==================== fetch_sequencer
Fig. 1: fetch_sequencer, placed cells, one color a class
The bar under the picture is 20 µm long.
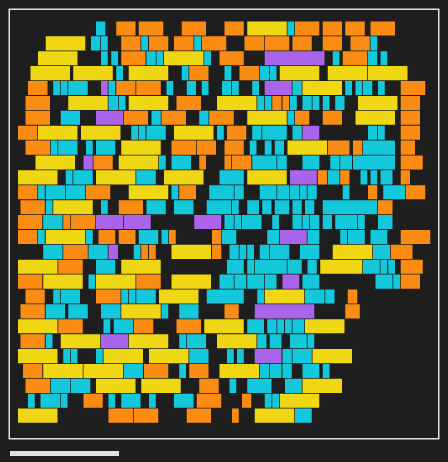
Fig. 2: fetch_sequencer, sequential cells colored by netlist name
The bar under the picture is 20 µm long. Other sequential cells in the stronger gray, the rest of the logic in the fainter gray.
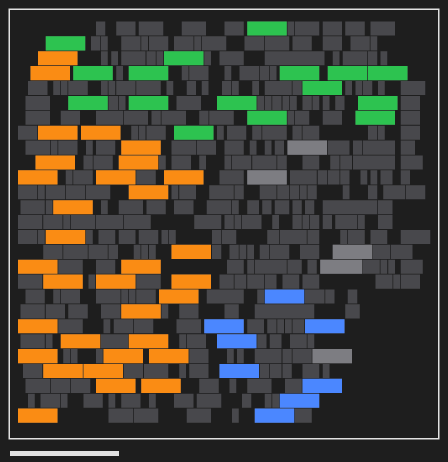
$ cat src/rtl/fetch_sequencer.sv
// Fetch sequencer: Moore FSM that walks the PC register through four byte
// reads per instruction, hands the assembled word to the decoder, then
// applies the decoder's next-PC command (sequential, jump, branch, halt).
// A per-request timeout moves the machine to a sticky FAULT state.
module fetch_sequencer #(
  parameter int TIMEOUT   = 200,
  parameter int TIMEOUT_W = 8
) (
  input  logic        clk,
  input  logic        reset,
  output logic        pc_read,
  output logic        pc_readplusone,
  output logic        pc_inc,
  output logic        pc_write,
  output logic        pc_offset,
  output logic [15:0] pc_din,
  output logic        mem_req,
  input  logic        mem_ack,
  input  logic [7:0]  mem_rdata,
  output logic [31:0] instr,
  output logic        instr_valid,
  input  logic        instr_ready,
  input  logic        cmd_valid,
  input  logic [1:0]  cmd_op,
  input  logic [15:0] cmd_target,
  input  logic        resume,
  output logic        halted,
  output logic        fault
);

  typedef enum logic [3:0] {
    S_RST, S_F0, S_F1, S_INC0, S_F2, S_F3, S_INC1,
    S_VALID, S_WAITCMD, S_BRANCH, S_HALT, S_FAULT
  } state_t;

  localparam logic [TIMEOUT_W-1:0] TO_LAST = TIMEOUT_W'(TIMEOUT - 1);

  state_t               state_q;
  logic [TIMEOUT_W-1:0] tcnt_q;
  logic [31:0]          instr_q;
  logic [15:0]          pc_din_q;
  // Selects which PC load BRANCH performs: 1 = relative offset, 0 = absolute write.
  logic                 br_rel_q;

  logic in_fetch;
  assign in_fetch = (state_q == S_F0) || (state_q == S_F1) ||
                    (state_q == S_F2) || (state_q == S_F3);

  // State register, byte capture, timeout counter and command latching.
  always_ff @(posedge clk) begin
    if (reset) begin
      state_q  <= S_RST;
      tcnt_q   <= '0;
      instr_q  <= '0;
      pc_din_q <= '0;
      br_rel_q <= 1'b0;
    end else begin
      // The counter only runs while a fetch is waiting; every other state
      // leaves it at zero so each Fn is entered with a fresh budget.
      tcnt_q <= '0;
      case (state_q)
        S_RST: state_q <= S_F0;
        S_F0, S_F1, S_F2, S_F3: begin
          if (mem_ack) begin
            case (state_q)
              S_F0:    begin instr_q[31:24] <= mem_rdata; state_q <= S_F1;   end
              S_F1:    begin instr_q[23:16] <= mem_rdata; state_q <= S_INC0; end
              S_F2:    begin instr_q[15:8]  <= mem_rdata; state_q <= S_F3;   end
              default: begin instr_q[7:0]   <= mem_rdata; state_q <= S_INC1; end
            endcase
          end else if (tcnt_q == TO_LAST) begin
            state_q <= S_FAULT;
          end else begin
            tcnt_q <= tcnt_q + 1'b1;
          end
        end
        S_INC0: state_q <= S_F2;
        S_INC1: state_q <= S_VALID;
        S_VALID: begin
          if (instr_ready) state_q <= S_WAITCMD;
        end
        S_WAITCMD: begin
          if (cmd_valid) begin
            pc_din_q <= cmd_target;
            case (cmd_op)
              2'b00:   state_q <= S_F0;
              2'b01:   begin br_rel_q <= 1'b0; state_q <= S_BRANCH; end
              2'b10:   begin br_rel_q <= 1'b1; state_q <= S_BRANCH; end
              default: state_q <= S_HALT;
            endcase
          end
        end
        S_BRANCH: state_q <= S_F0;
        S_HALT: begin
          if (resume) state_q <= S_F0;
        end
        S_FAULT: state_q <= S_FAULT;
        default: state_q <= S_RST;
      endcase
    end
  end

  assign mem_req        = in_fetch;
  assign pc_read        = (state_q == S_F0) || (state_q == S_F2);
  assign pc_readplusone = (state_q == S_F1) || (state_q == S_F3);
  assign pc_inc         = (state_q == S_INC0) || (state_q == S_INC1);
  assign pc_write       = (state_q == S_BRANCH) && !br_rel_q;
  assign pc_offset      = (state_q == S_BRANCH) && br_rel_q;
  assign pc_din         = pc_din_q;
  assign instr          = instr_q;
  assign instr_valid    = (state_q == S_VALID);
  assign halted         = (state_q == S_HALT);
  assign fault          = (state_q == S_FAULT);

endmodule

$ cat config.mk
export PLATFORM = sky130hd
export DESIGN_NAME = fetch_sequencer
export DESIGN_NICKNAME = d
export VERILOG_FILES = /design/src/rtl/fetch_sequencer.sv
export SDC_FILE = /design/constraint.sdc
export NUM_CORES = 1
export LEC_CHECK = 0
export CAP_MARGIN = 20
export CORE_UTILIZATION = 45
export CTS_CLUSTER_DIAMETER = 100
export DETAILED_ROUTE_END_ITERATION = 6
export GPL_TIMING_DRIVEN = 0
export MAX_ROUTING_LAYER = met4
export PLACE_DENSITY = 0.78
export SLEW_MARGIN = 15
export SYNTH_ARGS = -nofsm -noshare
export SYNTH_HDL_FRONTEND = slang
export SYNTH_SLANG_ARGS = --single-unit
$ cat constraint.sdc
create_clock -name clk -period 2.1 [get_ports clk]
set_clock_uncertainty 0.05 [all_clocks]
set_input_delay 0.21 -clock clk [delete_from_list [all_inputs] [get_ports clk]]
set_output_delay 0.21 -clock clk [all_outputs]
set_load 0.1 [all_outputs]
==> impl_metrics.toml <==
# flow metrics
[final_layout]
n_clock_buffer = 10

[pwr]
power_clock_mw = 1.14
power.switching_mw = 1.98
combPwrFrac = 0.452
leakagePower_nw = 2.26
comb-power_mw = 2.03
largestPowerGroup = "combinational logic"

[worst_setup_path]
r2r_end = "state_q[1]"
r2r_setup_slack_ns = 0.31
path_buffers = 1
crit_path_start = "pc_din[0]"
path_class = "reg2out"

[synthesis]
ys_async_sr_fraction = 0
ys_sh_mux = 0.131
syn-num-nets = 329

[clocking]
cts_tree = "yes"
htree_num_levels = 3
clockBufferDepth = 2

[status]
outcome = "finished, final reports clean"

[detailed_routing]
routed_wl_mm = 6.64
drtAntennaViolNets = 0

[final_timing]
max-slew-margin-rel = 0.333
rsz0062_at_grt = "no"

[grt]
grt_overflow = 0

[floorplan]
fp.dieH_um = 78.2
die_w_um = 78.2
rows = 27

[placement]
placed_cell_area_um2 = 3610
Notes on Fig. 1 above:
remaining buffers and delay cells -> orange  # cells 105, share of their area 27%
combinational and other logic -> cyan  # cells 213, share of their area 35%
sequential cells -> yellow  # cells 61, share of their area 32%
clock drivers and dummy loads -> purple  # cells 16, share of their area 5.6%
area of the core: 5540 µm²
Final Core Density: 0.708
final instance area: 3920 µm²
Seq/total area: 0.312

Notes on Fig. 2 above:
`pc_din` -> green  # flops 16
`tcnt_q` -> blue  # flops 8
`instr` -> orange  # flops 32
Seq power: 1.32 mW
Reg area: 1220 µm²

per-layer routing:
| layer | share of wire | vias up | GRT usage | wire length, µm |
|---|---|---|---|---|
| li1 | - | 1182 | - | - |
| met1 | 0.44 | 1119 | 0.287 | 2920 |
| met2 | 0.47 | 82 | 0.359 | 3100 |
| met3 | 0.070 | 15 | 0.0721 | 464 |
| met4 | 0.023 | 0 | 0.100 | 150 |
| met5 | 0 | - | - | 0 |
state kept, by name, indices dropped and copies added (netlist names):
name      cells
instr        32
pc_din       16
tcnt_q        8
state_q       4
br_rel_q      1

==================== seq_control_flat
Fig. 3: seq_control_flat, routed metal, one color a layer
The bar under the picture is 20 µm long. Only two layers are drawn.
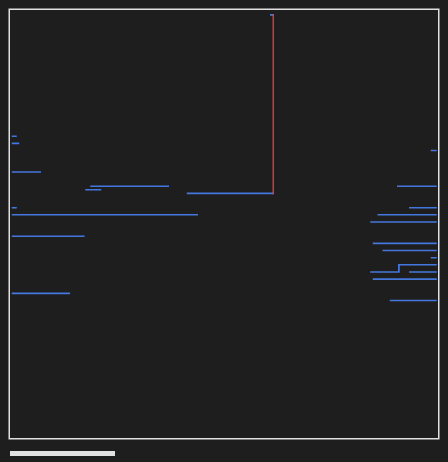
Fig. 4: seq_control_flat, placed cells, one color a class
The bar under the picture is 20 µm long.
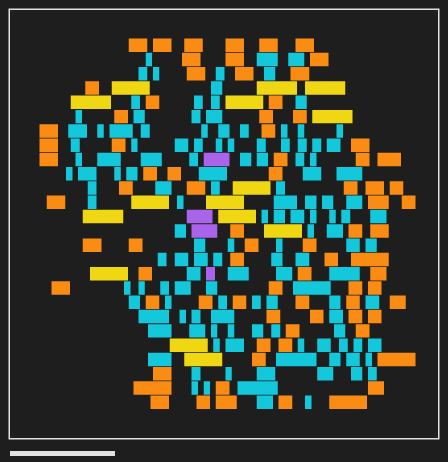
--- config.mk ---
export PLATFORM = sky130hd
export DESIGN_NAME = seq_control_flat
export DESIGN_NICKNAME = d
export VERILOG_FILES = /design/src/rtl/seq_control_if.sv /design/src/rtl/seq_control.sv /design/src/flat_wrapper.sv
export SDC_FILE = /design/constraint.sdc
export NUM_CORES = 1
export LEC_CHECK = 0
export CAP_MARGIN = 10
export CELL_PAD_IN_SITES_DETAIL_PLACEMENT = 1
export CELL_PAD_IN_SITES_GLOBAL_PLACEMENT = 2
export CORE_MARGIN = 4
export CORE_UTILIZATION = 22
export DETAILED_ROUTE_END_ITERATION = 10
export PLACE_DENSITY = 0.79
export SLEW_MARGIN = 10
export SYNTH_ARGS = -nofsm -noshare
export SYNTH_HDL_FRONTEND = slang
export SYNTH_SLANG_ARGS = --single-unit
export TNS_END_PERCENT = 10
--- constraint.sdc ---
create_clock -name clock -period 2.2 [get_ports clock]
set_input_delay 0.44 -clock clock [delete_from_list [all_inputs] [get_ports clock]]
set_output_delay 0.44 -clock clock [all_outputs]
set_load 0.05 [all_outputs]
--- src/rtl/seq_control_if.sv ---
// Microinstruction-side bus of the sequencer controller: the opcode, condition and
// counter inputs coming from the pipeline register, and the sequencer control lines going back.
interface seq_control_if #(
  parameter int CNT_W = 8
);
  // No valid/ready handshake: every field is sampled on each rising clock edge,
  // and the control lines are combinational from the current uop/cond and the registered state.
  logic [3:0]       uop;
  logic             cond;
  logic [CNT_W-1:0] cnt_in;
  logic             resume;
  logic             s0;
  logic             s1;
  logic             zero;
  logic             cin;
  logic             re;
  logic             fe;
  logic             pup;

  modport master (
    output uop, cond, cnt_in, resume,
    input  s0, s1, zero, cin, re, fe, pup
  );

  modport slave (
    input  uop, cond, cnt_in, resume,
    output s0, s1, zero, cin, re, fe, pup
  );
endinterface

--- src/rtl/seq_control.sv ---
// Next-address controller for a microprogram sequencer: decodes the uop into sequencer controls,
// and tracks stack depth, the loop counter, the RUN/HALTED state and sticky error flags.
module seq_control #(
  parameter int STACK_DEPTH = 4,
  parameter int CNT_W       = 8
) (
  input  logic             clock,
  input  logic             reset,
  seq_control_if.slave     bus,
  output logic [2:0]       depth,
  output logic [CNT_W-1:0] count,
  output logic             halted,
  output logic             stk_ovf,
  output logic             stk_unf,
  output logic             illegal,
  output logic             state_dbg
);
  typedef enum logic {RUN = 1'b0, HALTED = 1'b1} state_t;

  localparam logic [3:0] UOP_JZ   = 4'd0;
  localparam logic [3:0] UOP_CONT = 4'd1;
  localparam logic [3:0] UOP_JMP  = 4'd2;
  localparam logic [3:0] UOP_CJP  = 4'd3;
  localparam logic [3:0] UOP_CJS  = 4'd4;
  localparam logic [3:0] UOP_CRTN = 4'd5;
  localparam logic [3:0] UOP_LDCT = 4'd6;
  localparam logic [3:0] UOP_RPCT = 4'd7;
  localparam logic [3:0] UOP_PUSH = 4'd8;
  localparam logic [3:0] UOP_LDAR = 4'd9;
  localparam logic [3:0] UOP_JAR  = 4'd10;
  localparam logic [3:0] UOP_HALT = 4'd11;

  localparam logic [2:0] DEPTH_MAX = 3'(STACK_DEPTH);

  state_t           state, state_next;
  logic [2:0]       depth_next;
  logic [CNT_W-1:0] count_next;
  logic             ovf_next, unf_next, ill_next;
  logic [1:0]       s;
  logic             zero, cin, re, fe, pup;
  logic             push_req, pop_req;

  always_comb begin
    state_next = state;
    depth_next = depth;
    count_next = count;
    ovf_next   = stk_ovf;
    unf_next   = stk_unf;
    ill_next   = illegal;
    s          = 2'b00;
    zero       = 1'b1;
    cin        = 1'b1;
    re         = 1'b1;
    fe         = 1'b1;
    pup        = 1'b0;
    push_req   = 1'b0;
    pop_req    = 1'b0;
    if (reset) begin
      // Hold the sequencer PC at address 0 while reset is asserted.
      zero = 1'b0;
      cin  = 1'b0;
    end else if (state == HALTED) begin
      cin = 1'b0;
      if (bus.resume) state_next = RUN;
    end else begin
      case (bus.uop)
        UOP_JZ: begin
          zero       = 1'b0;
          cin        = 1'b0;
          depth_next = '0;
        end
        UOP_CONT: ;
        UOP_JMP:  s = 2'b11;
        UOP_CJP:  if (bus.cond) s = 2'b11;
        UOP_CJS: begin
          if (bus.cond) begin
            s        = 2'b11;
            push_req = 1'b1;
          end
        end
        UOP_CRTN: if (bus.cond) pop_req = 1'b1;
        UOP_LDCT: count_next = bus.cnt_in;
        UOP_RPCT: begin
          if (count != '0) begin
            s          = 2'b11;
            count_next = count - CNT_W'(1);
          end
        end
        UOP_PUSH: push_req = 1'b1;
        UOP_LDAR: re = 1'b0;
        UOP_JAR:  s = 2'b01;
        UOP_HALT: begin
          cin        = 1'b0;
          state_next = HALTED;
        end
        default:  ill_next = 1'b1;
      endcase
      // Stack guards: an impossible push/pop leaves fe high and only raises the flag.
      if (push_req) begin
        if (depth == DEPTH_MAX) begin
          ovf_next = 1'b1;
        end else begin
          fe         = 1'b0;
          pup        = 1'b1;
          depth_next = depth + 3'd1;
        end
      end
      if (pop_req) begin
        if (depth == 3'd0) begin
          unf_next = 1'b1;
        end else begin
          s          = 2'b10;
          fe         = 1'b0;
          depth_next = depth - 3'd1;
        end
      end
    end
  end

  always_ff @(posedge clock) begin
    if (reset) begin
      state   <= RUN;
      depth   <= '0;
      count   <= '0;
      stk_ovf <= 1'b0;
      stk_unf <= 1'b0;
      illegal <= 1'b0;
    end else begin
      state   <= state_next;
      depth   <= depth_next;
      count   <= count_next;
      stk_ovf <= ovf_next;
      stk_unf <= unf_next;
      illegal <= ill_next;
    end
  end

  assign halted    = (state == HALTED);
  assign state_dbg = state;
  assign bus.s1    = s[1];
  assign bus.s0    = s[0];
  assign bus.zero  = zero;
  assign bus.cin   = cin;
  assign bus.re    = re;
  assign bus.fe    = fe;
  assign bus.pup   = pup;
endmodule

--- src/flat_wrapper.sv ---
// flat-port wrapper written by rule: the top's interface ports become plain ports
module seq_control_flat 
#(
  parameter int STACK_DEPTH = 4,
  parameter int CNT_W       = 8
)
  (clock, reset, depth, count, halted, stk_ovf, stk_unf, illegal, state_dbg, bus_uop, bus_cond, bus_cnt_in, bus_resume, bus_s0, bus_s1, bus_zero, bus_cin, bus_re, bus_fe, bus_pup);
  seq_control_if #(.CNT_W(CNT_W)) bus_i ();
  input  logic clock;
  input  logic reset;
  output logic [2:0] depth;
  output logic [CNT_W-1:0] count;
  output logic halted;
  output logic stk_ovf;
  output logic stk_unf;
  output logic illegal;
  output logic state_dbg;
  input wire logic [$bits(bus_i.uop)-1:0] bus_uop;
  input wire logic [$bits(bus_i.cond)-1:0] bus_cond;
  input wire logic [$bits(bus_i.cnt_in)-1:0] bus_cnt_in;
  input wire logic [$bits(bus_i.resume)-1:0] bus_resume;
  output wire logic [$bits(bus_i.s0)-1:0] bus_s0;
  output wire logic [$bits(bus_i.s1)-1:0] bus_s1;
  output wire logic [$bits(bus_i.zero)-1:0] bus_zero;
  output wire logic [$bits(bus_i.cin)-1:0] bus_cin;
  output wire logic [$bits(bus_i.re)-1:0] bus_re;
  output wire logic [$bits(bus_i.fe)-1:0] bus_fe;
  output wire logic [$bits(bus_i.pup)-1:0] bus_pup;
  assign bus_i.uop = bus_uop;
  assign bus_i.cond = bus_cond;
  assign bus_i.cnt_in = bus_cnt_in;
  assign bus_i.resume = bus_resume;
  assign bus_s0 = bus_i.s0;
  assign bus_s1 = bus_i.s1;
  assign bus_zero = bus_i.zero;
  assign bus_cin = bus_i.cin;
  assign bus_re = bus_i.re;
  assign bus_fe = bus_i.fe;
  assign bus_pup = bus_i.pup;
  seq_control #(.STACK_DEPTH(STACK_DEPTH), .CNT_W(CNT_W)) u_core (.clock(clock), .reset(reset), .bus(bus_i), .depth(depth), .count(count), .halted(halted), .stk_ovf(stk_ovf), .stk_unf(stk_unf), .illegal(illegal), .state_dbg(state_dbg));
endmodule
==> impl_metrics.toml <==
# flow metrics
[status]
outcome = "finished with violations"
failed_checks = "negative setup slack"

[synthesis]
synthTopCellsByArea = "dfxtp_1 (25%), a21oi_1 (6.7%), nor2_1 (5.4%)"
synthCells = 163
ys_async_sr_fraction = 0
ys.flops = 15
ys.flop_type = "dfxtp_1"
ys_sh_simple = 0.308
ys_cells = 163
syn-num-nets = 184
post_synth_num_cell_types = 45
xor_share = 0.00737
common_cells = "nor2_1 (17), a21oi_1 (16), dfxtp_1 (15), nand2_1 (10)"
synth-edff-count = 0
synth.most_common_cell = "nor2_1"
ys_sh_mux = 0.0421
top_cell_area_share = 0.253

[worst_setup_path]
r2r_setup_slack_ns = 0.33
required_ns = 1.76
cp.arrival_ns = 2.02
path_max_fanout = 4
crit_end = "bus_fe"
startpoint_type = "input port"
path_buffers = 2
crit_slowest_cell = "clkdlybuf4s50_1"

[detailed_routing]
viasPerCell = 4.75
routed_wl_mm = 4.46
dr.pass1.iters = 4
vias = 1445
drtAntennaViolNets = 0

[final_timing]
final.setup.worst_slack_ns = -0.259
max-slew-margin-rel = 0.643
report.final.slew_viol_count = 0
max_freq_ghz = 0.407
fin_crit_ns = 2.46
setup_viol = 5
finalCritPeriodShare = 1.12
worstMarginPinSlew_ns = 0.534

[final_layout]
final-comb-area_um2 = 878
inverters = 9
drive_gt1_frac = 0.333
comb_cells = 126
area_dominant_class = "multi-input combinational cells"
n_antenna_cell = 0
flop_area_um2 = 307
area_delta_synth_final_pct = 74.9
seq_share = 0.147
clock_area_frac = 0.0223

[grt]
grt_pass1_vias = 1492
grt_first_pass_wirelength_mm = 7.18
grt_max_degree = 21
grt_overflow = 0

[clocking]
cts_tree = "yes"
cts_setup_buffers = 1
cts.clk_slew.worst_paths_ns = 0.07
clockBufferDepth = 2
htree_num_levels = 1
cts-resized-gates = 16

[floorplan]
die_w_um = 81.5
chipArea_um2 = 6640
pin_count = 39

[pwr]
p_total_mw = 0.832
pg_seq_mw = 0.287
peakVddDrop_mv = 0.265

[hold_path]
min_from = "u_core.stk_ovf"
hold_depth = 2

[flow_run]
cap_violations = 0
About Fig. 3:
metal 3 -> blue  # wire length 200 µm
metal 4 -> red  # wire length 34.0 µm

About Fig. 4:
clock drivers and dummy loads -> purple  # cells 4, share of their area 2.3%
sequential cells -> yellow  # cells 15, share of their area 15%
combinational and other logic -> cyan  # cells 135, share of their area 46%
remaining buffers and delay cells -> orange  # cells 80, share of their area 36%

==> layer usage <==
layer  track usage  vias up  part of all wire
met2         0.242       25              0.49
met4        0.0304        0            0.0076
li1              -      728                 -
met3        0.0208        2             0.045
met1         0.176      690              0.46
met5             0        -                 0
==> logic make-up (layout without fill, tap and decap cells) <==
group	count (synthesis)	after routing
flip-flops	15	15
buffers and inverters	22	93
XOR/XNOR	1	1
AND-OR/OR-AND	48	48
AND/OR/NAND/NOR	67	67
multiplexers	5	5
adder cells (fa/ha/maj)	5	5


==> screenshots <==
Selected gate families.
picture 1
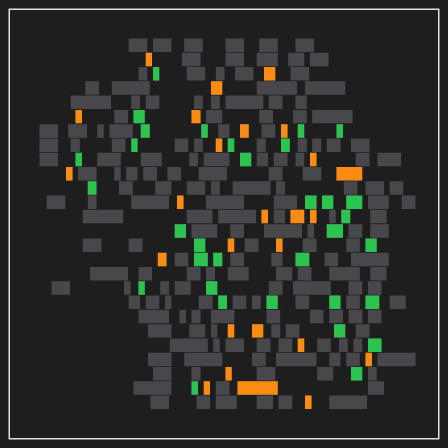
picture 2
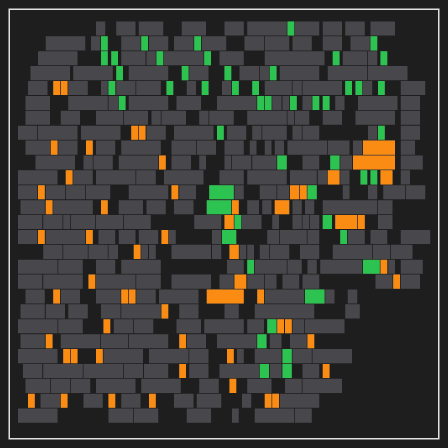
For fetch_sequencer, see picture 2.
For seq_control_flat, see picture 1.

No activity file was given, so power comes from the tool's default toggle rates.
